# ---- design 1 ----
Figure 1. Routing congestion (design 1).
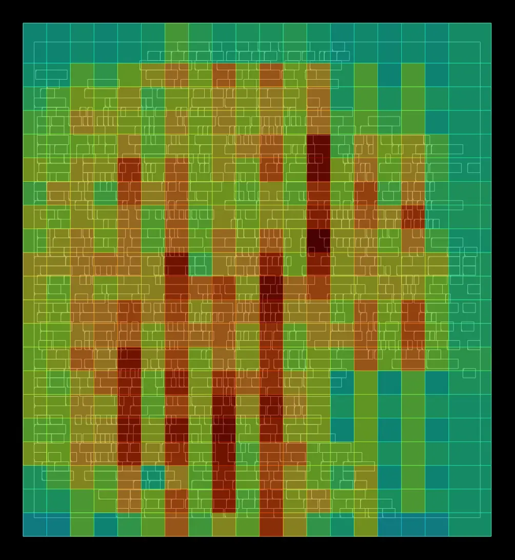
$ cat src/rtl/avalon_host_master.sv
// avalon_host_master: Avalon-MM initiator serving one host command at a time.
// Each command produces exactly one response. Supported commands are a single
// write, a single read, or a poll. A poll repeats reads until a masked compare
// matches or MAX_POLLS reads have been made.
//
// Ports
//   clk, reset        clock, asynchronous active-high reset
//   cmd_*             host command channel (valid/ready); op 00 wr, 01 rd, 10 poll, 11 illegal
//   rsp_*             one-cycle response pulse with held data/flags
//   master_*          Avalon-MM initiator port (no waitrequest, fixed read latency)
module avalon_host_master #(
  parameter int unsigned ADDR_W       = 5,
  parameter int unsigned DATA_W       = 32,
  parameter int unsigned READ_LATENCY = 1,
  parameter int unsigned POLL_GAP     = 4,
  parameter int unsigned MAX_POLLS    = 255
) (
  input  logic              clk,
  input  logic              reset,
  input  logic              cmd_valid,
  output logic              cmd_ready,
  input  logic [1:0]        cmd_op,
  input  logic [ADDR_W-1:0] cmd_address,
  input  logic [DATA_W-1:0] cmd_wdata,
  input  logic [DATA_W-1:0] cmd_mask,
  output logic              rsp_valid,
  output logic [DATA_W-1:0] rsp_rdata,
  output logic              rsp_timeout,
  output logic              rsp_error,
  output logic [ADDR_W-1:0] master_address,
  output logic              master_read,
  output logic              master_write,
  output logic [DATA_W-1:0] master_writedata,
  input  logic [DATA_W-1:0] master_readdata
);

  localparam int unsigned CNT_W  = 16;
  localparam int unsigned PCNT_W = 8;

  localparam logic [1:0] OP_WR   = 2'b00;
  localparam logic [1:0] OP_POLL = 2'b10;
  localparam logic [1:0] OP_ILL  = 2'b11;

  typedef enum logic [2:0] {
    IDLE,
    ISSUE,
    WAIT_RD,
    GAP,
    RESP
  } state_e;

  state_e              state_q;
  logic [1:0]          op_q;
  logic [DATA_W-1:0]   mask_q;
  logic [DATA_W-1:0]   cmp_q;
  logic [CNT_W-1:0]    cnt_q;
  logic [PCNT_W-1:0]   poll_cnt_q;

  // Masked compare against the data returned on this cycle.
  logic hit_c;
  assign hit_c = ((master_readdata & mask_q) == cmp_q);

  // Last poll read: the incremented count reaches MAX_POLLS.
  logic last_poll_c;
  assign last_poll_c = (({1'b0, poll_cnt_q} + (PCNT_W+1)'(1)) == (PCNT_W+1)'(MAX_POLLS));

  // Command FSM. Strobes and responses are registered. They are therefore set
  // on the edge that enters the cycle in which they must be visible.
  always_ff @(posedge clk or posedge reset) begin
    if (reset) begin
      state_q          <= IDLE;
      op_q             <= OP_WR;
      mask_q           <= '0;
      cmp_q            <= '0;
      cnt_q            <= '0;
      poll_cnt_q       <= '0;
      cmd_ready        <= 1'b1;
      rsp_valid        <= 1'b0;
      rsp_rdata        <= '0;
      rsp_timeout      <= 1'b0;
      rsp_error        <= 1'b0;
      master_address   <= '0;
      master_read      <= 1'b0;
      master_write     <= 1'b0;
      master_writedata <= '0;
    end else begin
      master_read  <= 1'b0;
      master_write <= 1'b0;
      rsp_valid    <= 1'b0;
      case (state_q)
        IDLE: begin
          if (cmd_valid) begin
            op_q       <= cmd_op;
            mask_q     <= cmd_mask;
            cmp_q      <= cmd_wdata & cmd_mask;
            poll_cnt_q <= '0;
            cmd_ready  <= 1'b0;
            if (cmd_op == OP_ILL) begin
              // Illegal ops are rejected in cycle 1 without touching the bus.
              rsp_valid   <= 1'b1;
              rsp_rdata   <= '0;
              rsp_timeout <= 1'b0;
              rsp_error   <= 1'b1;
              state_q     <= RESP;
            end else begin
              master_address <= cmd_address;
              if (cmd_op == OP_WR) begin
                master_write     <= 1'b1;
                master_writedata <= cmd_wdata;
              end else begin
                master_read <= 1'b1;
              end
              state_q <= ISSUE;
            end
          end
        end
        ISSUE: begin
          if (op_q == OP_WR) begin
            rsp_valid   <= 1'b1;
            rsp_rdata   <= '0;
            rsp_timeout <= 1'b0;
            rsp_error   <= 1'b0;
            state_q     <= RESP;
          end else begin
            cnt_q   <= CNT_W'(READ_LATENCY - 1);
            state_q <= WAIT_RD;
          end
        end
        WAIT_RD: begin
          if (cnt_q != '0) begin
            cnt_q <= cnt_q - CNT_W'(1);
          end else begin
            // Data is valid now. The match check is folded into this last wait
            // cycle, so the response lands in cycle 2+READ_LATENCY.
            poll_cnt_q <= poll_cnt_q + PCNT_W'(1);
            if ((op_q != OP_POLL) || hit_c || last_poll_c) begin
              rsp_valid   <= 1'b1;
              rsp_rdata   <= master_readdata;
              rsp_timeout <= (op_q == OP_POLL) && !hit_c;
              rsp_error   <= 1'b0;
              state_q     <= RESP;
            end else if (POLL_GAP == 0) begin
              master_read <= 1'b1;
              state_q     <= ISSUE;
            end else begin
              cnt_q   <= CNT_W'(POLL_GAP - 1);
              state_q <= GAP;
            end
          end
        end
        GAP: begin
          if (cnt_q != '0) begin
            cnt_q <= cnt_q - CNT_W'(1);
          end else begin
            master_read <= 1'b1;
            state_q     <= ISSUE;
          end
        end
        RESP: begin
          cmd_ready <= 1'b1;
          state_q   <= IDLE;
        end
        default: begin
          cmd_ready <= 1'b1;
          state_q   <= IDLE;
        end
      endcase
    end
  end

endmodule

$ cat config.mk
export PLATFORM = sky130hd
export DESIGN_NAME = avalon_host_master
export DESIGN_NICKNAME = d
export VERILOG_FILES = /design/src/rtl/avalon_host_master.sv
export SDC_FILE = /design/constraint.sdc
export NUM_CORES = 1
export LEC_CHECK = 0
export CAP_MARGIN = 20
export CORE_ASPECT_RATIO = 1.1
export CORE_MARGIN = 3
export CORE_UTILIZATION = 40
export CTS_BUF_LIST = sky130_fd_sc_hd__clkbuf_8
export DETAILED_ROUTE_END_ITERATION = 12
export GPL_TIMING_DRIVEN = 0
export PLACE_DENSITY = 0.72
export SKIP_CTS_REPAIR_TIMING = 1
export SLEW_MARGIN = 20
export SYNTH_ARGS = -nofsm -noshare
export SYNTH_HDL_FRONTEND = slang
export SYNTH_SLANG_ARGS = --single-unit
$ cat constraint.sdc
create_clock -name clk -period 9.85 [get_ports clk]
set_input_delay 0.985 -clock clk [delete_from_list [all_inputs] [get_ports clk]]
set_output_delay 0.985 -clock clk [all_outputs]
set_load 0.005 [all_outputs]
==> impl_metrics.env <==
# flow metrics
export IMPL_io_buffers=180
export IMPL_synth_flops=168
export IMPL_top_area_frac=0.557
export IMPL_worstMarginPinSlew_ns=0.967
export IMPL_cts_htree_levels=4
export IMPL_rsz0062_at_grt="no"
export IMPL_wl_met3_um=1520
export IMPL_simple_gate_area_frac=0.208
export IMPL_syn_area_um2=7510
export IMPL_openroad_warnings=29
export IMPL_slew_headroom=0.351
export IMPL_rows=51
export IMPL_outcome="completed"
export IMPL_io_pins=181
export IMPL_place_ws_ns=6.09
export IMPL_ys_sh_mux=0.0612
export IMPL_endpoint_kind="flip-flop"
export IMPL_nNetsFinal=1044
export IMPL_root_buffer="clkbuf_8"
export IMPL_combAreaFraction=0.309
export IMPL_die_area_um2=20400
export IMPL_p_leak_nw=4.67
export IMPL_post_drt_wl_per_cell_um=17.8
export IMPL_use_met1=0.273
export IMPL_most_common_layout_cells="nand2_1, clkdlybuf4s50_1, dfrtp_1"
export IMPL_ff_count=168
export IMPL_regToRegEndpoint="master_writedata[0]"
export IMPL_grt_pass1_vias=6242
export IMPL_drive_gt1_frac=0.0942
export IMPL_syn_avg_cell_area_um2=10.3
About Figure 1:
met3 GRT Util: 0.0575
Overall Global Routing Usage: 0.213
met2 usage: 0.350

-- report_power, final --
| group | total (mW) | leakage, nW | internal, mW | switching, mW |
|---|---|---|---|---|
| combinational | 1.15 | 2.32 | 0.590 | 0.565 |
| sequential | 1.17 | 2.17 | 0.977 | 0.194 |
| clock | 0.458 | 0.186 | 0.203 | 0.255 |
-- critical path, stage by stage --
cell	delay [ns]
clkdlybuf4s50_1	0.45
a21o_1	0.20
a211oi_1	0.30
nand4_1	0.23
or4_1	0.66
a21oi_2	0.39
buf_4	0.28
a22o_1	0.15
-- cell usage after synthesis, types with 2 or more instances --
library cell	n
and3b_1	8
buf_4	3
o21ai_0	20
a31oi_1	2
clkbuf_1	20
ha_1	6
buf_6	4
nand3_1	50
mux2i_1	2
a22o_1	33
inv_2	2
nor2_1	13
nor4_2	2
buf_2	5
a211oi_1	8
inv_1	9
o21ai_1	2
nand2b_1	4
or4_1	3
nor2b_1	3
o22a_1	8
nor3_1	10
mux2_2	36
nor4_1	6
dfrtp_1	167
a211o_1	3
a21o_1	11
a21oi_2	2
mux2_1	3
o31ai_1	5
and3_1	21
a21boi_0	8
nor4b_1	3
xnor2_1	9
a21oi_1	27
nand4_1	6
nand2_1	194
or3_1	3

# ---- design 2 ----
Figure 2. Wires at chosen ports, followed through buffers (design 2).
The bar under the picture is 50 um long.
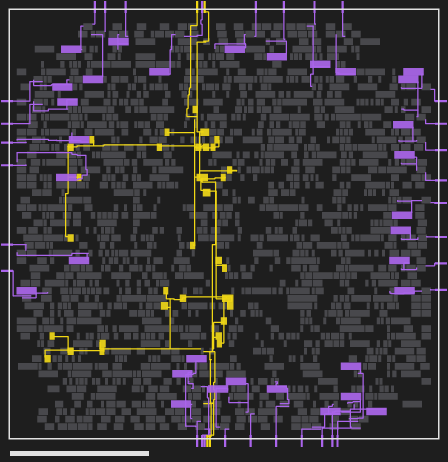
Figure 3. Routing congestion (design 2).
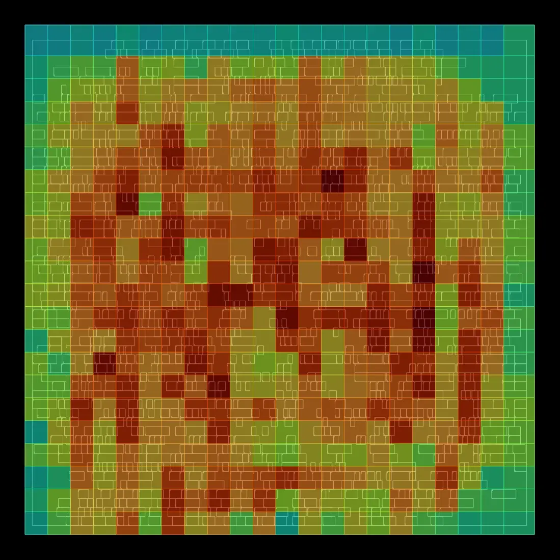
==> config.mk <==
export PLATFORM = sky130hd
export DESIGN_NAME = clint
export DESIGN_NICKNAME = d
export VERILOG_FILES = /design/src/rtl/clint_pkg.sv /design/src/rtl/clint_timer.sv /design/src/rtl/clint.sv
export SDC_FILE = /design/constraint.sdc
export NUM_CORES = 1
export LEC_CHECK = 0
export ABC_AREA = 0
export CAP_MARGIN = 20
export CORE_MARGIN = 2
export CORE_UTILIZATION = 40
export DETAILED_ROUTE_END_ITERATION = 8
export GPL_TIMING_DRIVEN = 0
export HOLD_SLACK_MARGIN = 0.02
export PLACE_DENSITY = 0.69
export SYNTH_ARGS = -nofsm -noshare
export SYNTH_HDL_FRONTEND = slang
export SYNTH_SLANG_ARGS = --single-unit
export TNS_END_PERCENT = 20
==> constraint.sdc <==
create_clock -name clock -period 4 [get_ports clock]
set_input_delay 0.8 -clock clock [delete_from_list [all_inputs] [get_ports clock]]
set_output_delay 0.8 -clock clock [all_outputs]
set_load 0.01 [all_outputs]
==> src/rtl/clint_pkg.sv <==
// Shared constants for the core-local interruptor: register offsets,
// the mtimecmp reset value and the bus FSM state encoding.
package clint_pkg;

  localparam logic [15:0] MsipAddr     = 16'h0000;
  localparam logic [15:0] MtimecmpAddr = 16'h4000;
  localparam logic [15:0] MtimeAddr    = 16'hBFF8;
  localparam logic [15:0] SsipAddr     = 16'hC000;

  // All ones keeps the timer interrupt quiet until software programs a compare value.
  localparam logic [63:0] MtimecmpReset = 64'hFFFF_FFFF_FFFF_FFFF;

  typedef enum logic {
    Idle = 1'b0,
    Ack  = 1'b1
  } bus_state_t;

endpackage

==> src/rtl/clint_timer.sv <==
// Prescaled free-running 64-bit mtime counter with a byte-lane write port.
// A write with any lane enabled takes priority over that cycle's increment.
module clint_timer #(
  parameter int CLOCK_CYCLES = 1
) (
  input  logic        clock,
  input  logic        reset,
  input  logic [7:0]  wr_sel,
  input  logic [63:0] wr_data,
  output logic [63:0] mtime
);

  localparam int PW = (CLOCK_CYCLES > 1) ? $clog2(CLOCK_CYCLES) : 1;
  localparam logic [PW-1:0] PrescMax = PW'(CLOCK_CYCLES - 1);

  logic [PW-1:0] presc;
  logic          tick;

  assign tick = (presc == PrescMax);

  always_ff @(posedge clock) begin
    if (reset) begin
      presc <= '0;
    end else if (tick) begin
      presc <= '0;
    end else begin
      presc <= presc + 1'b1;
    end
  end

  // Unwritten lanes keep their pre-increment bytes when a write collides with a tick.
  always_ff @(posedge clock) begin
    if (reset) begin
      mtime <= '0;
    end else if (|wr_sel) begin
      for (int k = 0; k < 8; k++) begin
        if (wr_sel[k]) begin
          mtime[8*k +: 8] <= wr_data[8*k +: 8];
        end
      end
    end else if (tick) begin
      mtime <= mtime + 64'd1;
    end
  end

endmodule

==> src/rtl/clint.sv <==
// Core-local interruptor: single-hart bus slave with a registered one-cycle
// acknowledge, holding msip, ssip, mtimecmp and the prescaled mtime counter.
module clint
  import clint_pkg::*;
#(
  parameter int DATA_SIZE    = 32,
  parameter int CLOCK_CYCLES = 1
) (
  input  logic                   clock,
  input  logic                   reset,
  input  logic                   cyc_i,
  input  logic                   stb_i,
  input  logic                   wr_en_i,
  input  logic [15:0]            addr_i,
  input  logic [DATA_SIZE/8-1:0] sel_i,
  input  logic [DATA_SIZE-1:0]   dat_i,
  output logic [DATA_SIZE-1:0]   dat_o,
  output logic                   ack_o,
  output logic                   msip,
  output logic                   ssip,
  output logic [63:0]            mtime,
  output logic [63:0]            mtimecmp
);

  bus_state_t           state, state_next;
  logic                 req, accept, do_wr, do_rd;
  logic                 hi_word, addr_unused;
  logic                 hit_msip, hit_ssip, hit_cmp, hit_time;
  logic [63:0]          wide_data, rd_wide;
  logic [7:0]           wide_sel, time_sel;
  logic [DATA_SIZE-1:0] rd_data;

  // Bus data is widened to the 64-bit register view; on a 32-bit bus addr_i[2] picks the word.
  if (DATA_SIZE == 64) begin : g_bus64
    assign hi_word     = 1'b0;
    assign wide_data   = dat_i;
    assign wide_sel    = sel_i;
    assign rd_data     = rd_wide;
    assign addr_unused = ^addr_i[2:0];
  end else begin : g_bus32
    assign hi_word     = addr_i[2];
    assign wide_data   = hi_word ? {dat_i, 32'h0} : {32'h0, dat_i};
    assign wide_sel    = hi_word ? {sel_i, 4'h0} : {4'h0, sel_i};
    assign rd_data     = hi_word ? rd_wide[63:32] : rd_wide[31:0];
    assign addr_unused = ^addr_i[1:0];
  end

  assign req      = cyc_i & stb_i;
  assign hit_msip = (addr_i[15:3] == MsipAddr[15:3]) & ~hi_word;
  assign hit_ssip = (addr_i[15:3] == SsipAddr[15:3]) & ~hi_word;
  assign hit_cmp  = (addr_i[15:3] == MtimecmpAddr[15:3]);
  assign hit_time = (addr_i[15:3] == MtimeAddr[15:3]);

  always_ff @(posedge clock) begin
    if (reset) begin
      state <= Idle;
    end else begin
      state <= state_next;
    end
  end

  always_comb begin
    state_next = state;
    accept     = 1'b0;
    case (state)
      Idle: begin
        if (req) begin
          state_next = Ack;
          accept     = 1'b1;
        end
      end
      Ack:     state_next = Idle;
      default: state_next = Idle;
    endcase
  end

  assign ack_o = (state == Ack);
  assign do_wr = accept & wr_en_i;
  assign do_rd = accept & ~wr_en_i;

  always_comb begin
    rd_wide = '0;
    if (hit_msip) begin
      rd_wide[0] = msip;
    end else if (hit_ssip) begin
      rd_wide[0] = ssip;
    end else if (hit_cmp) begin
      rd_wide = mtimecmp;
    end else if (hit_time) begin
      rd_wide = mtime;
    end
  end

  always_ff @(posedge clock) begin
    if (reset) begin
      msip     <= 1'b0;
      ssip     <= 1'b0;
      mtimecmp <= MtimecmpReset;
      dat_o    <= '0;
    end else begin
      if (do_wr && hit_msip && wide_sel[0]) begin
        msip <= wide_data[0];
      end
      if (do_wr && hit_ssip && wide_sel[0]) begin
        ssip <= wide_data[0];
      end
      if (do_wr && hit_cmp) begin
        for (int k = 0; k < 8; k++) begin
          if (wide_sel[k]) begin
            mtimecmp[8*k +: 8] <= wide_data[8*k +: 8];
          end
        end
      end
      if (do_rd) begin
        dat_o <= rd_data;
      end
    end
  end

  assign time_sel = (do_wr && hit_time) ? wide_sel : 8'h00;

  clint_timer #(
    .CLOCK_CYCLES(CLOCK_CYCLES)
  ) u_timer (
    .clock  (clock),
    .reset  (reset),
    .wr_sel (time_sel),
    .wr_data(wide_data),
    .mtime  (mtime)
  );

endmodule
==> impl_metrics.env <==
# flow metrics
export IMPL_powerClk_mw=1.64
export IMPL_ys_types=84
export IMPL_internal_power_mw=2.65
export IMPL_power_frac_comb=0.088
export IMPL_via_count=11100
export IMPL_viasPerCell=6.49
export IMPL_clk_pin_slew_ns=0.07
export IMPL_synthTopCellsByCount="nand2_1, dfxtp_1, a21oi_1, nand3_1, o21ai_0"
export IMPL_ys_warn_count=0
export IMPL_outcome="completed"
export IMPL_slew_headroom=0.301
export IMPL_drive_gt1_frac=0.0675
export IMPL_xor_area_frac=0.000971
export IMPL_hold_ws_ns=0.484
export IMPL_min_delay_path_depth=2
export IMPL_cp_max_fo=10
About Figure 2:
- purple: dat_o (bits 32; direction output; end cells 32; buffers 32; wire 901 um)
- yellow: sel_i (bits 4; direction input; end cells 33; buffers 5; wire 656 um)
Ports: 220
IO buf count: 213

About Figure 3:
met1 usage: 0.500
met2 usage: 0.548
fin util: 0.550
global route hottest layer: met2
Routed WL per cell: 26.0 um

worst max-delay path: stages:
cell and delay (ns):
clkdlybuf4s50_1 0.47, nand4b_1 0.23, nor4_2 0.59, buf_2 0.37, and3_1 0.42, clkbuf_1 0.65
nand2_1 0.12, o31a_1 0.13, o32ai_1 0.24
layout by cell type, fill, tap and decap left out, types with 26 or more instances in the layout:
cell type / n
clkdlybuf4s50_1: 213
dfxtp_1: 164
and3_1: 30
nand3_1: 93
a21oi_1: 104
a22o_1: 35
buf_2: 26
o21ai_0: 81
nor3_1: 29
nand4_1: 28
clkbuf_1: 56
a221oi_1: 33
nor2_1: 50
nand2_1: 201
final timing paths:
kind,slack [ns],from,to
worst max register to register,0.75,u_timer.mtime[0],u_timer.mtime[32]
worst min-delay path,0.48,mtimecmp[17],mtimecmp[17]
worst min register to register,0.48,mtimecmp[17],mtimecmp[17]
worst max-delay path,0.32,addr_i[14],u_timer.mtime[54]
per-stage QoR:
step	setup WS, ns	power (mW)	instances	utilization
after CTS	0.417	3.62	1702	0.550
after detailed placement	-0.0504	2.02	1672	0.524
after global placement	-0.0453	2.02	1671	0.524
final	0.324	3.63	1703	0.550
after floorplan	1.40	1.82	1178	-
after global routing	0.235	3.70	1702	0.550

# ---- design 3 ----
Figure 4. Register map, names as in the netlist (design 3).
The bar under the picture is 20 um long.
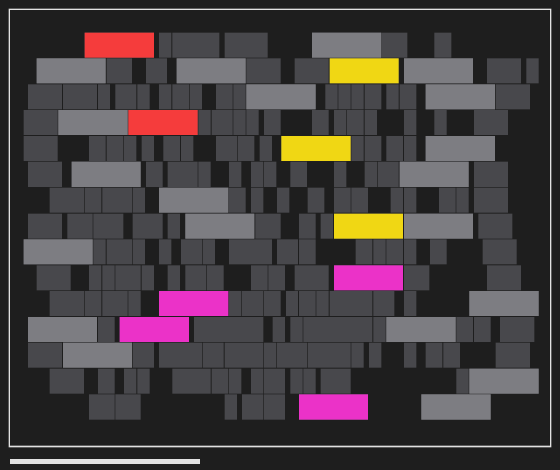
Figure 5. Layout detail (design 3).
The bar under the picture is 10 um long. Region (2, 0) to (27, 25) um. Cells in gray, sequential cells in the stronger gray; small squares are vias.
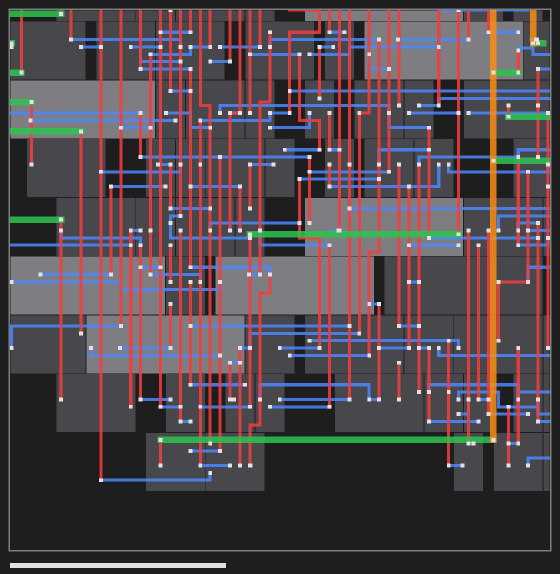
--- src/rtl/seq_divider.sv ---
//------------------------------------------------------------------------------
// Module   : seq_divider
// Purpose  : Sequential unsigned restoring divider. 2N-bit dividend by N-bit
//            divisor, one quotient bit per cycle, MSB first.
// Options  : SEQ_DIVIDER_OVF_CHECK_EN - when defined, zero-divisor and
//            quotient-overflow operands skip the iteration and report ovf=1.
// Revision : 1.0 - initial release
//------------------------------------------------------------------------------
`timescale 1ns/1ps
`default_nettype none

module seq_divider #(
  parameter int N = 4
) (
  input  logic           clk,
  input  logic           rst_n,
  input  logic           start,
  input  logic [2*N-1:0] dividend,
  input  logic [N-1:0]   divisor,
  output logic [N-1:0]   quotient,
  output logic [N-1:0]   remainder,
  output logic           busy,
  output logic           done,
  output logic           ovf
);

  localparam int CW = (N > 1) ? $clog2(N) : 1;
  localparam logic [CW-1:0] C_LAST = CW'(N - 1);

  typedef enum logic [1:0] {
    IDLE = 2'd0,
    CALC = 2'd1,
    DONE = 2'd2
  } state_t;

  state_t r_state;
  state_t w_state_next;

  logic [N-1:0]  r_rem;       // restored partial remainder (always < divisor)
  logic [N-1:0]  r_lo;        // remaining low dividend bits, consumed MSB first
  logic [N-1:0]  r_qw;        // quotient bits collected so far
  logic [N-1:0]  r_div;
  logic [CW-1:0] r_cnt;
  logic [N-1:0]  r_quotient;
  logic [N-1:0]  r_remainder;
  logic          r_busy;
  logic          r_done;
  logic          r_ovf;

  logic [N:0]    w_shift;
  logic          w_ge;
  logic [N-1:0]  w_diff;
  logic [N-1:0]  w_rem_next;
  logic [N-1:0]  w_qw_next;
  logic          w_last;
  logic          w_ovf_pre;

  // Iteration step: shift in next dividend bit, trial-subtract, restore on borrow.
  // When the trial succeeds the difference is below the divisor, so the low N
  // bits of a modulo-2^N subtraction are exact.
  assign w_shift    = {r_rem, r_lo[N-1]};
  assign w_ge       = (w_shift >= {1'b0, r_div});
  assign w_diff     = w_shift[N-1:0] - r_div;
  assign w_rem_next = w_ge ? w_diff : w_shift[N-1:0];
  assign w_qw_next  = (r_qw << 1) | {{(N-1){1'b0}}, w_ge};
  assign w_last     = (r_cnt == C_LAST);

`ifdef SEQ_DIVIDER_OVF_CHECK_EN
  // Quotient fits in N bits only when the upper dividend half is below divisor.
  assign w_ovf_pre = (divisor == '0) || (dividend[2*N-1:N] >= divisor);
`else
  assign w_ovf_pre = 1'b0;
`endif

  assign quotient  = r_quotient;
  assign remainder = r_remainder;
  assign busy      = r_busy;
  assign done      = r_done;
  assign ovf       = r_ovf;

  // State register.
  always_ff @(posedge clk) begin
    if (!rst_n) begin
      r_state <= IDLE;
    end else begin
      r_state <= w_state_next;
    end
  end

  // Next-state decode.
  always_comb begin
    w_state_next = r_state;
    unique case (r_state)
      IDLE: begin
        if (start) begin
          w_state_next = w_ovf_pre ? DONE : CALC;
        end
      end
      CALC: begin
        if (w_last) begin
          w_state_next = DONE;
        end
      end
      DONE:    w_state_next = IDLE;
      default: w_state_next = IDLE;
    endcase
  end

  // Datapath and registered outputs; results hold until the next completion.
  always_ff @(posedge clk) begin
    if (!rst_n) begin
      r_rem       <= '0;
      r_lo        <= '0;
      r_qw        <= '0;
      r_div       <= '0;
      r_cnt       <= '0;
      r_quotient  <= '0;
      r_remainder <= '0;
      r_busy      <= 1'b0;
      r_done      <= 1'b0;
      r_ovf       <= 1'b0;
    end else begin
      r_done <= 1'b0;
      unique case (r_state)
        IDLE: begin
          if (start) begin
            r_div <= divisor;
            r_rem <= dividend[2*N-1:N];
            r_lo  <= dividend[N-1:0];
            r_qw  <= '0;
            r_cnt <= '0;
            if (w_ovf_pre) begin
              r_quotient  <= '1;
              r_remainder <= '0;
              r_ovf       <= 1'b1;
              r_done      <= 1'b1;
              r_busy      <= 1'b0;
            end else begin
              r_busy <= 1'b1;
            end
          end
        end
        CALC: begin
          r_rem <= w_rem_next;
          r_lo  <= r_lo << 1;
          r_qw  <= w_qw_next;
          r_cnt <= r_cnt + CW'(1);
          if (w_last) begin
            r_quotient  <= w_qw_next;
            r_remainder <= w_rem_next;
            r_ovf       <= 1'b0;
            r_done      <= 1'b1;
            r_busy      <= 1'b0;
          end
        end
        default: begin
        end
      endcase
    end
  end

endmodule

`default_nettype wire

--- config.mk ---
export PLATFORM = sky130hd
export DESIGN_NAME = seq_divider
export DESIGN_NICKNAME = d
export VERILOG_FILES = /design/src/rtl/seq_divider.sv
export SDC_FILE = /design/constraint.sdc
export NUM_CORES = 1
export LEC_CHECK = 0
export ABC_AREA = 1
export CAP_MARGIN = 15
export CORE_ASPECT_RATIO = 0.8
export CORE_UTILIZATION = 57
export CTS_BUF_LIST = sky130_fd_sc_hd__clkbuf_4 sky130_fd_sc_hd__clkbuf_8
export DETAILED_ROUTE_END_ITERATION = 6
export PLACE_DENSITY = 0.92
export SYNTH_ARGS = -nofsm -noshare
export SYNTH_HDL_FRONTEND = slang
export SYNTH_SLANG_ARGS = --single-unit
export TNS_END_PERCENT = 10
--- constraint.sdc ---
create_clock -name clk -period 2.3 [get_ports clk]
set_input_delay 0.345 -clock clk [delete_from_list [all_inputs] [get_ports clk]]
set_output_delay 0.345 -clock clk [all_outputs]
set_load 0.01 [all_outputs]
==> impl_metrics.env <==
# flow metrics
export IMPL_outcome="finished, violations left"
export IMPL_failed_checks="design-rule violations"
export IMPL_cts_htree_levels=2
export IMPL_crit_family="adder cells"
export IMPL_io_pins=26
export IMPL_finalSetupViolations=0
export IMPL_post_drt_wl_per_cell_um=13.8
export IMPL_wl_met3_um=210
export IMPL_nNetsFinal=223
export IMPL_top_area_frac=0.424
export IMPL_flop_cell="dfxtp_1"
export IMPL_rsz0062_at_grt="no"
export IMPL_grt_pass1_wl_um=5110
export IMPL_met2_length_um=1530
export IMPL_regToRegEndpoint="r_rem[2]"
export IMPL_simple_gate_area_frac=0.269
export IMPL_most_common_layout_cells="nand2_1, dfxtp_1, clkdlybuf4s50_1"
export IMPL_clock_path_buffers=2
export IMPL_adder_share=0.0603
export IMPL_io_buffers=24
export IMPL_clk_latency_ns=0.34
export IMPL_internal_power_uw=812
export IMPL_ys_sh_mux=0
export IMPL_syn_avg_cell_area_um2=7.74
export IMPL_drc=2
export IMPL_grt_util_met3=0.111
## Picture notes: Figure 4
- magenta: r_rem (placed flops 4)
- red: r_state (placed flops 2)
- yellow: r_qw (placed flops 3)
fin util: 0.753
seq pwr: 553 uW

## Picture notes: Figure 5
- red: metal 2
- green: metal 3
- orange: metal 4
- blue: metal 1
- most frequent: nand2_1 (9)
- cells with their middle in the window: 52
- netlist names of flops here include: r_rem (2), remainder (2)
- sequential cells in the window: 6

-- power groups by stage --
stage | combinational [mW] | sequential [mW] | clock (mW)
6_report | 0.328 | 0.553 | 0.331
5_1_grt | 0.363 | 0.555 | 0.356
4_1_cts | 0.326 | 0.552 | 0.330
3_5_place_dp | 0.324 | 0.563 | 0
3_3_place_gp | 0.311 | 0.561 | 0
2_1_floorplan | 0.250 | 0.559 | 0
-- worst max path at each step --
stage | from | to | slack (ns) | cells past startpoint
2_1_floorplan | r_lo[3] | remainder[2] | 0.83 | 9
3_3_place_gp | start | r_rem[3] | 0.66 | 8
3_5_place_dp | start | r_rem[3] | 0.63 | 8
4_1_cts | r_div[2] | remainder[3] | 0.68 | 10
5_1_grt | r_div[2] | remainder[2] | 0.56 | 10
6_report | r_lo[3] | r_rem[2] | 0.69 | 9
-- worst reg2reg max path, stage by stage (launching register included) --
cell and delay (ns):
dfxtp_1 0.33, inv_1 0.08, ha_1 0.17, inv_1 0.07, fa_1 0.37, xor2_1 0.20
nand2_2 0.08, nand2_2 0.08, nand2_2 0.05, a21oi_2 0.13

# ---- design 4 ----
Figure 6. Routing congestion (design 4).
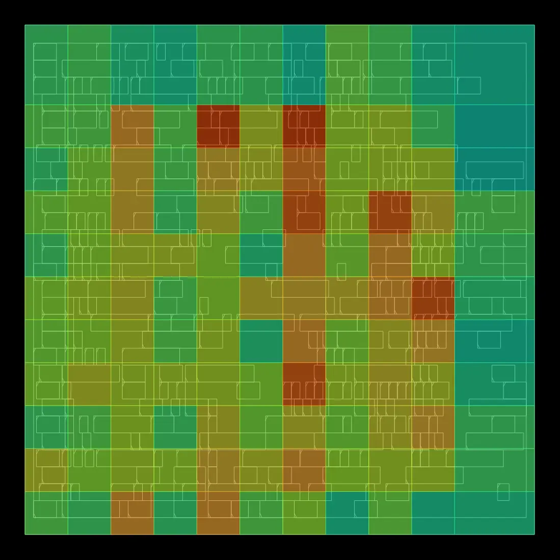
Figure 7. Register map, names as in the netlist (design 4).
The bar under the picture is 20 um long.
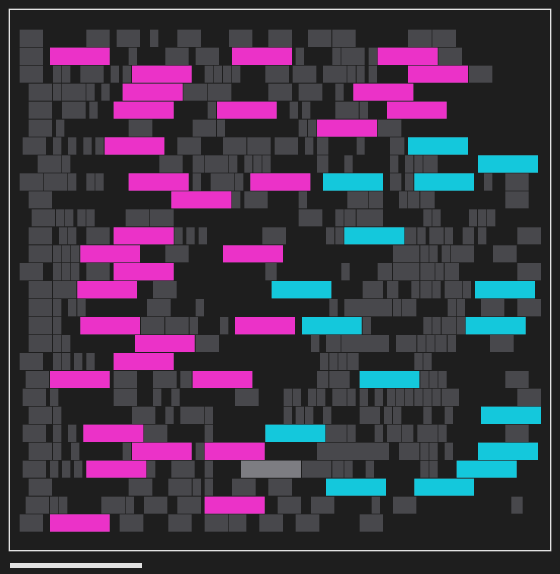
Figure 8. Layout detail (design 4).
The bar under the picture is 10 um long. Region (8, 8) to (33, 33) um. Cells in gray, sequential cells in the stronger gray; small squares are vias.
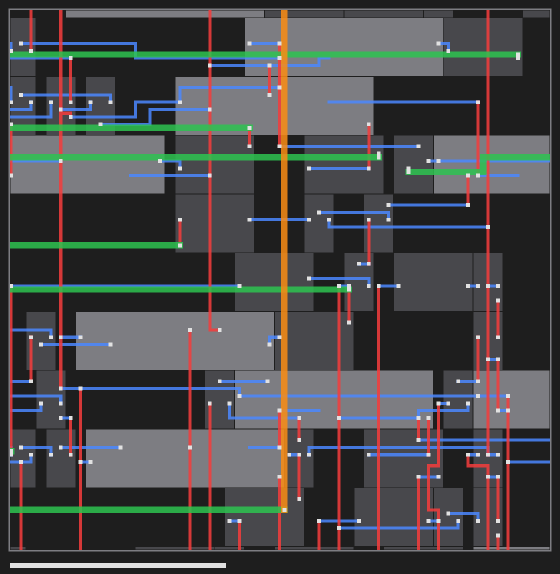
File: src/rtl/mux_pc_src_if.sv
// mux_pc_src_if: next-PC select bus between the datapath control and the mux_pc_src stage.
interface mux_pc_src_if #(
    parameter int WIDTH       = 32,
    parameter int COUNT_WIDTH = 16
);
    logic [WIDTH-1:0]       add_result;
    logic [WIDTH-1:0]       pc4;
    logic                   controle;
    logic [WIDTH-1:0]       saida_pc;
    logic                   sel_q;
    logic [COUNT_WIDTH-1:0] taken_count;
    logic                   misaligned;
    modport master (
        output add_result, pc4, controle,
        input  saida_pc, sel_q, taken_count, misaligned
    );
    modport slave (
        input  add_result, pc4, controle,
        output saida_pc, sel_q, taken_count, misaligned
    );
endinterface

File: src/rtl/mux_pc_src.sv
// mux_pc_src: registered PCSrc select (pc4 vs branch target) with a saturating taken counter.
// Define PCSRC_ALIGN_CHECK_EN to word-align saida_pc and flag misaligned targets.
module mux_pc_src #(
    parameter int          WIDTH       = 32,
    parameter logic [31:0] RESET_VALUE = 32'h0000_0000,
    parameter int          COUNT_WIDTH = 16
) (
    input logic          clk,
    input logic          rst_n,
    mux_pc_src_if.slave  bus
);
    localparam logic [WIDTH-1:0] RST_PC = WIDTH'(RESET_VALUE);
    logic [WIDTH-1:0] next_pc;
    logic [WIDTH-1:0] cap_pc;
    logic             mis;
    assign next_pc = bus.controle ? bus.add_result : bus.pc4;
`ifdef PCSRC_ALIGN_CHECK_EN
    assign cap_pc = {next_pc[WIDTH-1:2], 2'b00};
    assign mis    = |next_pc[1:0];
`else
    assign cap_pc = next_pc;
    assign mis    = 1'b0;
`endif
    always_ff @(posedge clk or negedge rst_n) begin
        if (!rst_n) begin
            bus.saida_pc    <= RST_PC;
            bus.sel_q       <= 1'b0;
            bus.taken_count <= '0;
            bus.misaligned  <= 1'b0;
        end else begin
            bus.saida_pc   <= cap_pc;
            bus.sel_q      <= bus.controle;
            bus.misaligned <= mis;
            // counter sticks at all-ones rather than wrapping
            if (bus.controle && !(&bus.taken_count))
                bus.taken_count <= bus.taken_count + 1'b1;
        end
    end
endmodule

File: src/flat_wrapper.sv
// flat-port wrapper written by rule: the top's interface ports become plain ports
module mux_pc_src_flat 
#(
    parameter int          WIDTH       = 32,
    parameter logic [31:0] RESET_VALUE = 32'h0000_0000,
    parameter int          COUNT_WIDTH = 16
)
  (clk, rst_n, bus_add_result, bus_pc4, bus_controle, bus_saida_pc, bus_sel_q, bus_taken_count, bus_misaligned);
  mux_pc_src_if #(.WIDTH(WIDTH), .COUNT_WIDTH(COUNT_WIDTH)) bus_i ();
  input logic clk;
  input logic rst_n;
  input wire logic [$bits(bus_i.add_result)-1:0] bus_add_result;
  input wire logic [$bits(bus_i.pc4)-1:0] bus_pc4;
  input wire logic [$bits(bus_i.controle)-1:0] bus_controle;
  output wire logic [$bits(bus_i.saida_pc)-1:0] bus_saida_pc;
  output wire logic [$bits(bus_i.sel_q)-1:0] bus_sel_q;
  output wire logic [$bits(bus_i.taken_count)-1:0] bus_taken_count;
  output wire logic [$bits(bus_i.misaligned)-1:0] bus_misaligned;
  assign bus_i.add_result = bus_add_result;
  assign bus_i.pc4 = bus_pc4;
  assign bus_i.controle = bus_controle;
  assign bus_saida_pc = bus_i.saida_pc;
  assign bus_sel_q = bus_i.sel_q;
  assign bus_taken_count = bus_i.taken_count;
  assign bus_misaligned = bus_i.misaligned;
  mux_pc_src #(.WIDTH(WIDTH), .RESET_VALUE(RESET_VALUE), .COUNT_WIDTH(COUNT_WIDTH)) u_core (.clk(clk), .rst_n(rst_n), .bus(bus_i));
endmodule
File: config.mk
export PLATFORM = sky130hd
export DESIGN_NAME = mux_pc_src_flat
export DESIGN_NICKNAME = d
export VERILOG_FILES = /design/src/rtl/mux_pc_src_if.sv /design/src/rtl/mux_pc_src.sv /design/src/flat_wrapper.sv
export SDC_FILE = /design/constraint.sdc
export NUM_CORES = 1
export LEC_CHECK = 0
export ABC_AREA = 1
export CORE_UTILIZATION = 35
export CTS_BUF_LIST = sky130_fd_sc_hd__clkbuf_2
export CTS_CLUSTER_SIZE = 24
export DETAILED_ROUTE_END_ITERATION = 8
export GPL_ROUTABILITY_DRIVEN = 0
export PLACE_DENSITY_LB_ADDON = 0.1
export SETUP_SLACK_MARGIN = 0.1
export SYNTH_ARGS = -nofsm -noshare
export SYNTH_HDL_FRONTEND = slang
export SYNTH_SLANG_ARGS = --single-unit
export TNS_END_PERCENT = 1
File: constraint.sdc
create_clock -name clk -period 4.5 [get_ports clk]
set_clock_uncertainty 0.05 [all_clocks]
set_input_delay 0.45 -clock clk [delete_from_list [all_inputs] [get_ports clk]]
set_output_delay 0.45 -clock clk [all_outputs]
set_load 0.05 [all_outputs]
==> impl_metrics.env <==
# flow metrics
export IMPL_outcome="completed"
export IMPL_aoi_share=0.00449
export IMPL_crit_end="bus_taken_count[12]"
export IMPL_p_leak_nw=1.63
export IMPL_die_area_um2=6690
export IMPL_io_pins=117
export IMPL_adder_share=0.00561
export IMPL_grt_start_max_net_pins=50
export IMPL_worstMarginPinSlew_ns=1.07
export IMPL_postCtsHoldBufs=0
export IMPL_syn_area_um2=2230
export IMPL_setup_slack_ns=2.20
export IMPL_post_synth_main_logic_family="simple AND/OR/NAND/NOR gates"
export IMPL_first_pass_iters=6
export IMPL_cts_htree_levels=2
export IMPL_hp_class="in2async"
export IMPL_antenna_found_initial=0
export IMPL_wirelength_um=5410
export IMPL_antenna_cells=0
export IMPL_clock_power_share=0.206
## Picture notes: Figure 6
fin util: 0.581
met2 usage: 0.280

## Picture notes: Figure 7
- magenta: u_core.bus.saida_pc (placed flops 32)
- cyan: u_core.bus.taken_count (placed flops 16)
- not colored: 1

## Picture notes: Figure 8
- green: metal 3
- blue: metal 1
- orange: metal 4
- red: metal 2
- sequential cells in the window: 7
- netlist names of flops here include: u_core.bus.saida_pc (7)
- most frequent: nand2_1 (19), clkdlybuf4s50_1 (10), dfrtp_1 (7)
- cells with their middle in the window: 37

==> power by group through the flow <==
stage               clock network [mW]  logic (mW)  registers, mW
global route                     0.260       0.411          0.522
global placement                     0       0.385          0.521
CTS                              0.245       0.389          0.515
finish                           0.234       0.384          0.513
floorplan                            0      0.0746          0.666
detailed placement                   0       0.388          0.522
==> per-layer routing <==
metal  wire, um  vias to the layer above  track usage
li1           -                     1059            -
met1       2120                      895        0.199
met2       2600                       86        0.280
met3        605                        7       0.0922
met4         82                        0       0.0561
met5          0                        -            0
==> placed cells by master, fill, tap and decap left out, types with 2 or more instances in the layout <==
cell type          n
clkbuf_2           6
clkdlybuf4s50_1  114
dfrtp_1           49
inv_1             11
nand2_1          152
nand2_2            3
nand2_8            2
nand3_1            6
nand3b_1           2
nand4_1            7
nor2_1            10
nor2_2             3
nor2_4             2
nor3_1             3
o21ai_1            2
xnor2_1            3
xor2_1             3
==> area by class of cell <==
cell class	instances	area (um^2)
clock inverters	2	33.8
clock buffers	6	30.0
flip-flops and latches	49	1230
inverters	14	62.6
repair buffers	116	1150
well taps	75	93.8
fillers	562	2520
multi-input cells	201	902

# ---- design 5 ----
Figure 9. Wires at chosen ports, followed through buffers (design 5).
The bar under the picture is 20 um long.
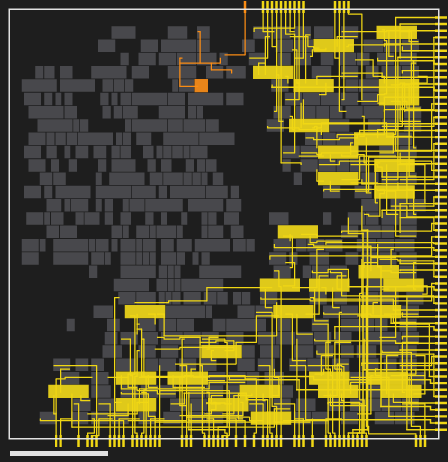
Figure 10. Routing congestion (design 5).
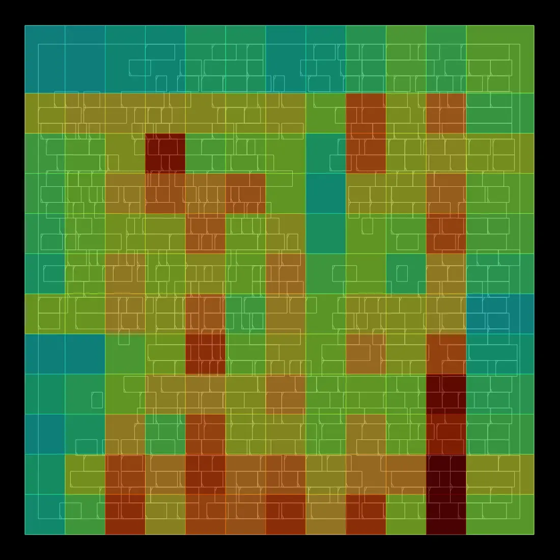
===== src/rtl/fifo_wr_arbiter_pkg.sv =====
// Shared definitions for the FIFO write-port arbiter: FSM encoding and width helpers.
package fifo_wr_arbiter_pkg;

    localparam logic [0:0] ST_IDLE  = 1'b0;
    localparam logic [0:0] ST_BURST = 1'b1;

    // Widths for the default configuration (NUM_SRC=4, MAX_BURST=8)
    localparam int SRC_W  = $clog2(4);
    localparam int BEAT_W = $clog2(8) + 1;

    function automatic int src_w(input int num_src);
        return (num_src > 1) ? $clog2(num_src) : 1;
    endfunction

    function automatic int beat_w(input int max_burst);
        return $clog2(max_burst) + 1;
    endfunction

endpackage


===== src/rtl/fifo_wr_arbiter_rr_picker.sv =====
// Combinational round-robin search: first set request strictly after rr_ptr_i, wrapping.
module rr_picker
    import fifo_wr_arbiter_pkg::*;
#(
    parameter int NUM_SRC = 4,
    parameter int PTR_W   = src_w(NUM_SRC)
) (
    input  logic [NUM_SRC-1:0] req_i,
    input  logic [PTR_W-1:0]   rr_ptr_i,
    output logic               found_o,
    output logic [PTR_W-1:0]   idx_o
);

    logic [NUM_SRC-1:0] rot;
    logic [NUM_SRC-1:0] first_oh;
    logic [PTR_W-1:0]   pos_idx [NUM_SRC];

    // rot[j] is the request of source (rr_ptr+1+j) mod NUM_SRC
    always_comb begin
        rot = NUM_SRC'({req_i, req_i} >> (32'(rr_ptr_i) + 32'd1));
    end

    assign first_oh = rot & (~rot + NUM_SRC'(1));
    assign found_o  = |req_i;

    genvar gi;
    generate
        for (gi = 0; gi < NUM_SRC; gi++) begin : g_pos
            assign pos_idx[gi] = first_oh[gi]
                ? PTR_W'((32'(rr_ptr_i) + 32'(gi) + 32'd1) % NUM_SRC)
                : '0;
        end
    endgenerate

    always_comb begin
        idx_o = '0;
        for (int j = 0; j < NUM_SRC; j++) begin
            idx_o = idx_o | pos_idx[j];
        end
    end

endmodule


===== src/rtl/fifo_wr_arbiter.sv =====
// Round-robin arbiter sharing the FIFO write port among NUM_SRC burst requesters.
module fifo_wr_arbiter
    import fifo_wr_arbiter_pkg::*;
#(
    parameter int NUM_SRC   = 4,
    parameter int WIDTH     = 32,
    parameter int MAX_BURST = 8,
    parameter int CNT_W     = 16
) (
    input  logic                        clk,
    input  logic                        rst_n,
    input  logic [NUM_SRC-1:0]          req,
    input  logic [NUM_SRC*WIDTH-1:0]    data,
    input  logic [NUM_SRC-1:0]          last,
    output logic [NUM_SRC-1:0]          ack,
    input  logic                        wfull,
    output logic                        winc,
    output logic [WIDTH-1:0]            wdata,
    output logic                        grant_valid,
    output logic [src_w(NUM_SRC)-1:0]   grant_id,
    output logic [CNT_W-1:0]            total_cnt
);

    localparam int GW = src_w(NUM_SRC);
    localparam int BW = beat_w(MAX_BURST);

    logic [0:0]       state_q, state_d;
    logic [GW-1:0]    rr_ptr_q, rr_ptr_d;
    logic [GW-1:0]    grant_id_q, grant_id_d;
    logic [BW-1:0]    beat_cnt_q, beat_cnt_d;
    logic [CNT_W-1:0] total_cnt_q, total_cnt_d;

    logic [WIDTH-1:0] data_arr [NUM_SRC];
    logic             pick_found;
    logic [GW-1:0]    pick_idx;
    logic             req_g, last_g, xfer;

    rr_picker #(
        .NUM_SRC (NUM_SRC),
        .PTR_W   (GW)
    ) u_rr_picker (
        .req_i    (req),
        .rr_ptr_i (rr_ptr_q),
        .found_o  (pick_found),
        .idx_o    (pick_idx)
    );

    genvar gi;
    generate
        for (gi = 0; gi < NUM_SRC; gi++) begin : g_src
            assign data_arr[gi] = data[gi*WIDTH +: WIDTH];
            assign ack[gi]      = xfer && (grant_id_q == GW'(gi));
        end
    endgenerate

    assign req_g  = req[grant_id_q];
    assign last_g = last[grant_id_q];
    // Gated by rst_n so an aborted burst never writes in the reset cycle
    assign xfer   = rst_n && (state_q == ST_BURST) && req_g && !wfull;

    assign winc        = xfer;
    assign wdata       = xfer ? data_arr[grant_id_q] : '0;
    assign grant_valid = rst_n && (state_q == ST_BURST);
    assign grant_id    = grant_id_q;
    assign total_cnt   = total_cnt_q;

    always_comb begin
        state_d     = state_q;
        rr_ptr_d    = rr_ptr_q;
        grant_id_d  = grant_id_q;
        beat_cnt_d  = beat_cnt_q;
        total_cnt_d = total_cnt_q;
        case (state_q)
            ST_IDLE: begin
                if (pick_found) begin
                    grant_id_d = pick_idx;
                    beat_cnt_d = '0;
                    state_d    = ST_BURST;
                end
            end
            ST_BURST: begin
                if (xfer) begin
                    beat_cnt_d  = beat_cnt_q + BW'(1);
                    total_cnt_d = total_cnt_q + CNT_W'(1);
                end
                if (!req_g || (xfer && (last_g || beat_cnt_q == BW'(MAX_BURST - 1)))) begin
                    state_d  = ST_IDLE;
                    rr_ptr_d = grant_id_q;
                end
            end
            default: state_d = ST_IDLE;
        endcase
    end

    always_ff @(posedge clk) begin
        if (!rst_n) begin
            state_q     <= ST_IDLE;
            rr_ptr_q    <= GW'(NUM_SRC - 1);
            grant_id_q  <= '0;
            beat_cnt_q  <= '0;
            total_cnt_q <= '0;
        end else begin
            state_q     <= state_d;
            rr_ptr_q    <= rr_ptr_d;
            grant_id_q  <= grant_id_d;
            beat_cnt_q  <= beat_cnt_d;
            total_cnt_q <= total_cnt_d;
        end
    end

endmodule

===== config.mk =====
export PLATFORM = sky130hd
export DESIGN_NAME = fifo_wr_arbiter
export DESIGN_NICKNAME = d
export VERILOG_FILES = /design/src/rtl/fifo_wr_arbiter_pkg.sv /design/src/rtl/fifo_wr_arbiter_rr_picker.sv /design/src/rtl/fifo_wr_arbiter.sv
export SDC_FILE = /design/constraint.sdc
export NUM_CORES = 1
export LEC_CHECK = 0
export CAP_MARGIN = 15
export CORE_MARGIN = 2
export CORE_UTILIZATION = 32
export DETAILED_ROUTE_END_ITERATION = 10
export GPL_TIMING_DRIVEN = 0
export HOLD_SLACK_MARGIN = 0.06
export MAX_ROUTING_LAYER = met4
export PLACE_DENSITY = 0.82
export SYNTH_ARGS = -nofsm -noshare
export SYNTH_HDL_FRONTEND = slang
export SYNTH_SLANG_ARGS = --single-unit

===== constraint.sdc =====
create_clock -name clk -period 2.5 [get_ports clk]
set_clock_uncertainty 0.15 [all_clocks]
set_input_delay 0.25 -clock clk [delete_from_list [all_inputs] [get_ports clk]]
set_output_delay 0.25 -clock clk [all_outputs]
set_load 0.1 [all_outputs]

==> impl_metrics.env <==
# flow metrics
export IMPL_top_power_group="combinational cells"
export IMPL_wirelength_um=9550
export IMPL_crit_end="wdata[7]"
export IMPL_slew_violations=0
export IMPL_cts_made_buffers=3
export IMPL_endpoint_kind="output pin"
export IMPL_reg2reg_slack_ns=0.35
export IMPL_regArea_um2=509
export IMPL_die_width_um=87.5
export IMPL_yosys_area_um2=2230
export IMPL_flop_cell="dfxtp_1"
export IMPL_outcome="completed"
export IMPL_drive_gt1_frac=0.309
export IMPL_seq_share=0.113
export IMPL_most_common_layout_cells="clkdlybuf4s50_1, mux4_2, buf_6"
export IMPL_path_depth=6
export IMPL_worstMarginPinSlew_ns=0.996
export IMPL_gp_congestion=0.907
export IMPL_maxUsedRoutingLayer="met4"
export IMPL_use_met1=0.288
export IMPL_rsz0062_at_grt="no"
export IMPL_antenna_cells=1
export IMPL_logic_gate_count=174
About Figure 9:
- orange: winc (bits 1; direction output; end cells 1; buffers 1; wire 45.5 um)
- yellow: data (bits 128; direction input; end cells 32; buffers 128; wire 3,750 um)

About Figure 10:
met3 GRT Util: 0.0358
Routed WL per cell: 18.6 um
fin util: 0.665
Overall Global Routing Usage: 0.239

logic make-up (layout without fill, tap and decap cells):
group	after synthesis	count (layout)	share of synthesized area
AND/OR/NAND/NOR	95	95	0.238
AND-OR/OR-AND	37	37	0.104
multiplexers	34	34	0.343
buffers and inverters	32	232	0.0566
flip-flops	25	25	0.224
XOR/XNOR	6	6	0.0235
adder cells (fa/ha/maj)	2	2	0.0112
other	0	1	0
sequential cells by signal, indices dropped and copies added, names as in the netlist:
register,flops
total_cnt,16
state_q,1
grant_id,2
rr_ptr_q,2
beat_cnt_q,4
timing repair:
item	4_1_cts	5_1_grt
resized	260	12
endpoints found under the setup margin	38	35
setup buffers	1	3
hold buffers	0	0
through the flow:
step	setup slack, ns	total power [mW]	hold WS, ns	instance area [um^2]
2_1_floorplan	-0.154	0.858	0.310	2320
3_3_place_gp	-1.16	1.16	0.318	4350
3_5_place_dp	-1.20	1.17	0.328	4350
4_1_cts	0.00551	1.43	0.161	4450
5_1_grt	0.000617	1.50	0.194	4490
6_report	0.0441	1.43	0.172	4490

# ---- design 6 ----
Figure 11. Wires at chosen ports, followed through buffers (design 6).
The bar under the picture is 20 um long.
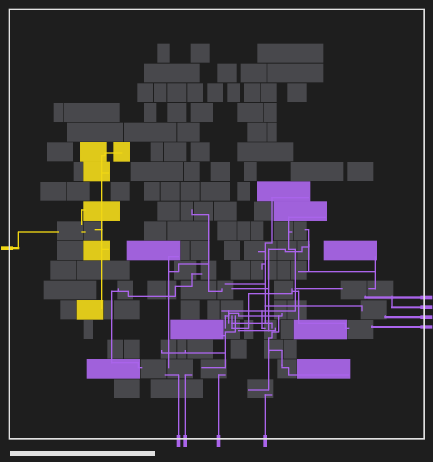
Figure 12. Layout detail (design 6).
The bar under the picture is 10 um long. Region (2, 2) to (27, 27) um. Cells in gray, sequential cells in the stronger gray; small squares are vias.
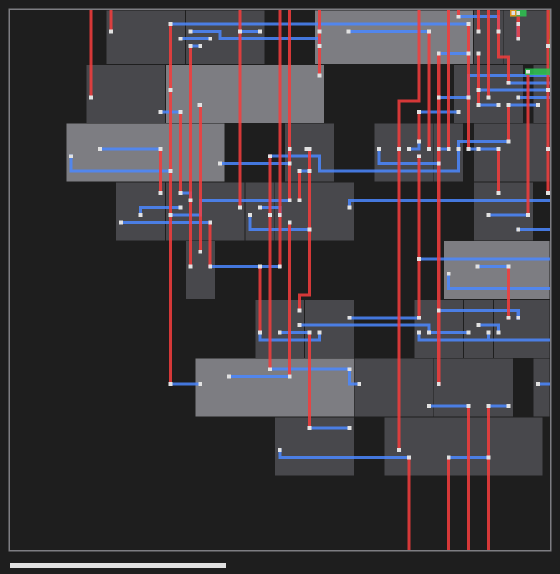
## config.mk

```make
export PLATFORM = sky130hd
export DESIGN_NAME = seq_detector_param
export DESIGN_NICKNAME = d
export VERILOG_FILES = /design/src/rtl/seq_detector_param.sv
export SDC_FILE = /design/constraint.sdc
export NUM_CORES = 1
export LEC_CHECK = 0
export CAP_MARGIN = 20
export CORE_AREA = 4 4 53 55
export DETAILED_ROUTE_END_ITERATION = 8
export DIE_AREA = 0 0 57 59
export GPL_ROUTABILITY_DRIVEN = 0
export PLACE_DENSITY_LB_ADDON = 0.3
export SYNTH_ARGS = -nofsm -noshare
export SYNTH_HDL_FRONTEND = slang
export SYNTH_SLANG_ARGS = --single-unit
```

## constraint.sdc

```tcl
create_clock -name clk -period 2.2 [get_ports clk]
set_input_delay 0.44 -clock clk [delete_from_list [all_inputs] [get_ports clk]]
set_output_delay 0.44 -clock clk [all_outputs]
set_load 0.05 [all_outputs]
```

## src/rtl/seq_detector_param.sv

```systemverilog
// Serial sequence detector with a run-time loadable PAT_W-bit pattern, a Mealy match
// output, a registered match copy and a saturating match counter.
module seq_detector_param #(
  parameter int unsigned          PAT_W   = 4,
  parameter logic [PAT_W-1:0]     PATTERN = 4'b1101,
  parameter int unsigned          CNT_W   = 8
) (
  input  logic             clk,
  input  logic             reset,
  input  logic             en,
  input  logic             p1,
  input  logic             overlap,
  input  logic             pat_load,
  input  logic [PAT_W-1:0] pat_in,
  input  logic             cnt_clr,
  output logic             z,
  output logic             z_reg,
  output logic [CNT_W-1:0] match_cnt
);

  localparam int unsigned     FillW   = (PAT_W > 2) ? $clog2(PAT_W) : 1;
  localparam logic [FillW-1:0] FillMax = FillW'(PAT_W - 1);

  logic [PAT_W-1:0] pat_q, pat_d;
  logic [PAT_W-2:0] hist_q, hist_d;
  logic [FillW-1:0] fill_q, fill_d;
  logic [CNT_W-1:0] cnt_q, cnt_d;
  logic             z_reg_q;
  logic [PAT_W-1:0] window;

  // Oldest retained bit lands in the MSB, matching the MSB-first pattern.
  assign window = {hist_q, p1};
  assign z      = reset & en & ~pat_load & (fill_q == FillMax) & (window == pat_q);

  always_comb begin
    pat_d  = pat_q;
    hist_d = hist_q;
    fill_d = fill_q;
    if (pat_load) begin
      pat_d  = pat_in;
      hist_d = '0;
      fill_d = '0;
    end else if (en) begin
      if (z && !overlap) begin
        // Non-overlapping: the matched bits must not seed the next match.
        hist_d = '0;
        fill_d = '0;
      end else begin
        hist_d = window[PAT_W-2:0];
        fill_d = (fill_q == FillMax) ? fill_q : fill_q + FillW'(1);
      end
    end
  end

  always_comb begin
    cnt_d = cnt_q;
    if (cnt_clr) begin
      cnt_d = '0;
    end else if (z && (cnt_q != {CNT_W{1'b1}})) begin
      cnt_d = cnt_q + CNT_W'(1);
    end
  end

  always_ff @(posedge clk) begin
    if (!reset) begin
      pat_q   <= PATTERN;
      hist_q  <= '0;
      fill_q  <= '0;
      cnt_q   <= '0;
      z_reg_q <= 1'b0;
    end else begin
      pat_q   <= pat_d;
      hist_q  <= hist_d;
      fill_q  <= fill_d;
      cnt_q   <= cnt_d;
      z_reg_q <= z;
    end
  end

  assign z_reg     = z_reg_q;
  assign match_cnt = cnt_q;

endmodule

```

==> impl_metrics.env <==
# flow metrics
export IMPL_ctsResizeCount=9
export IMPL_drt_initial_drc_count=22
export IMPL_most_common_layout_cells="clkdlybuf4s50_1, dfxtp_1, buf_4"
export IMPL_crit_chain="xor2_1, or4_4, nor3_4, buf_12"
export IMPL_clock_path_buffers=2
export IMPL_yosys_area_um2=910
export IMPL_worstMarginPinSlew_ns=0.572
export IMPL_met1_length_um=941
export IMPL_finalSetupViolations=0
export IMPL_ant_nets=0
export IMPL_post_drt_wl_per_cell_um=12.8
export IMPL_cts_htree_levels=1
export IMPL_power_frac_comb=0.109
export IMPL_power_uw=612
export IMPL_grt_util_met3=0.0196
export IMPL_nNetsFinal=145
export IMPL_cp_max_fo=2
export IMPL_power_switching_share=0.236
export IMPL_outcome="completed"
About Figure 11:
- yellow: pat_load (bits 1; direction input; end cells 6; buffers 2; wire 38.3 um)
- purple: match_cnt (bits 8; direction output; end cells 8; buffers 8; wire 362 um)
Ports: 21
IO buf count: 20

About Figure 12:
- orange: metal 4
- green: metal 3
- red: metal 2
- blue: metal 1
- cells with their middle in the window: 30
- netlist names of flops here include: match_cnt (3), pat_q (2)
- most frequent: clkdlybuf4s50_1 (5), dfxtp_1 (5), mux2i_1 (4)
- sequential cells in the window: 5

-- final timing paths --
kind                 from            to  slack, ns
max              pat_q[0]             z       0.02
min                    p1     hist_q[0]       0.42
max reg2reg  match_cnt[0]  match_cnt[4]       0.26
min reg2reg     hist_q[2]     hist_q[2]       0.49
-- cell type report --
type,instances,area (um^2),area share
Clock buffer,4,36.3,0.0286
Sequential cell,18,367,0.289
Inverter,2,7.51,0.00591
Tap cell,30,37.5,0.0296
Timing Repair Buffer,30,278,0.219
Multi-Input combinational cell,77,544,0.429
-- cells by family (layout without fill, tap and decap cells) --
logic type / Yosys count / count (layout) / share of synthesized area
xor gates and xnor gates: 4 / 4 / 0.0385
adders and majority gates: 2 / 2 / 0.0275
AOI/OAI and AO/OA: 25 / 25 / 0.177
DFF: 18 / 18 / 0.396
buffers and inverters: 7 / 36 / 0.0385
muxes: 6 / 6 / 0.0660
and+or+nand+nor: 40 / 40 / 0.256
-- worst reg2reg max path, stage by stage (launching register included) --
cell	delay, ns
dfxtp_1	0.39
ha_1	0.24
and3_1	0.19
a211o_1	0.42
or4_1	0.50
a21oi_1	0.14


==> screenshots <==
Wires at chosen ports, followed through buffers.
panel A
The bar under the picture is 50 um long.
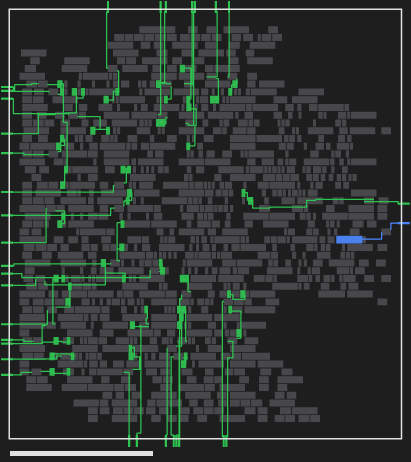
panel B
The bar under the picture is 20 um long.
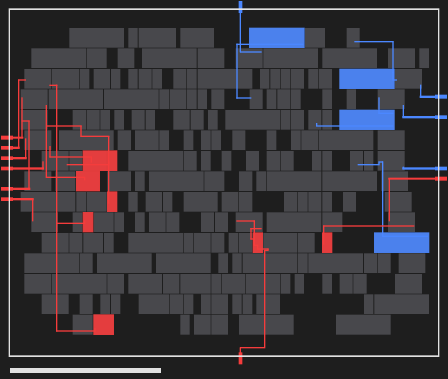
panel C
The bar under the picture is 20 um long.
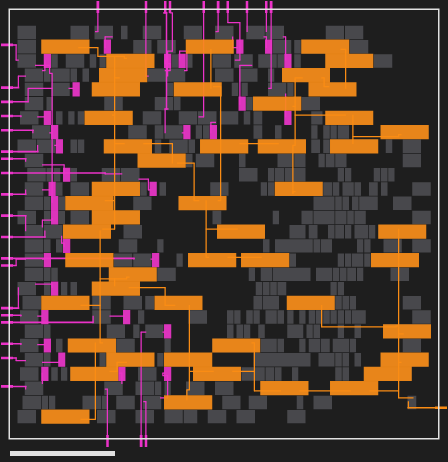
| picture | from |
|---|---|
| panel B | design 3 |
| panel C | design 4 |
| panel A | design 1 |
- largest die: panel A
- most cells: panel A

Power and IR drop assume default switching activity.
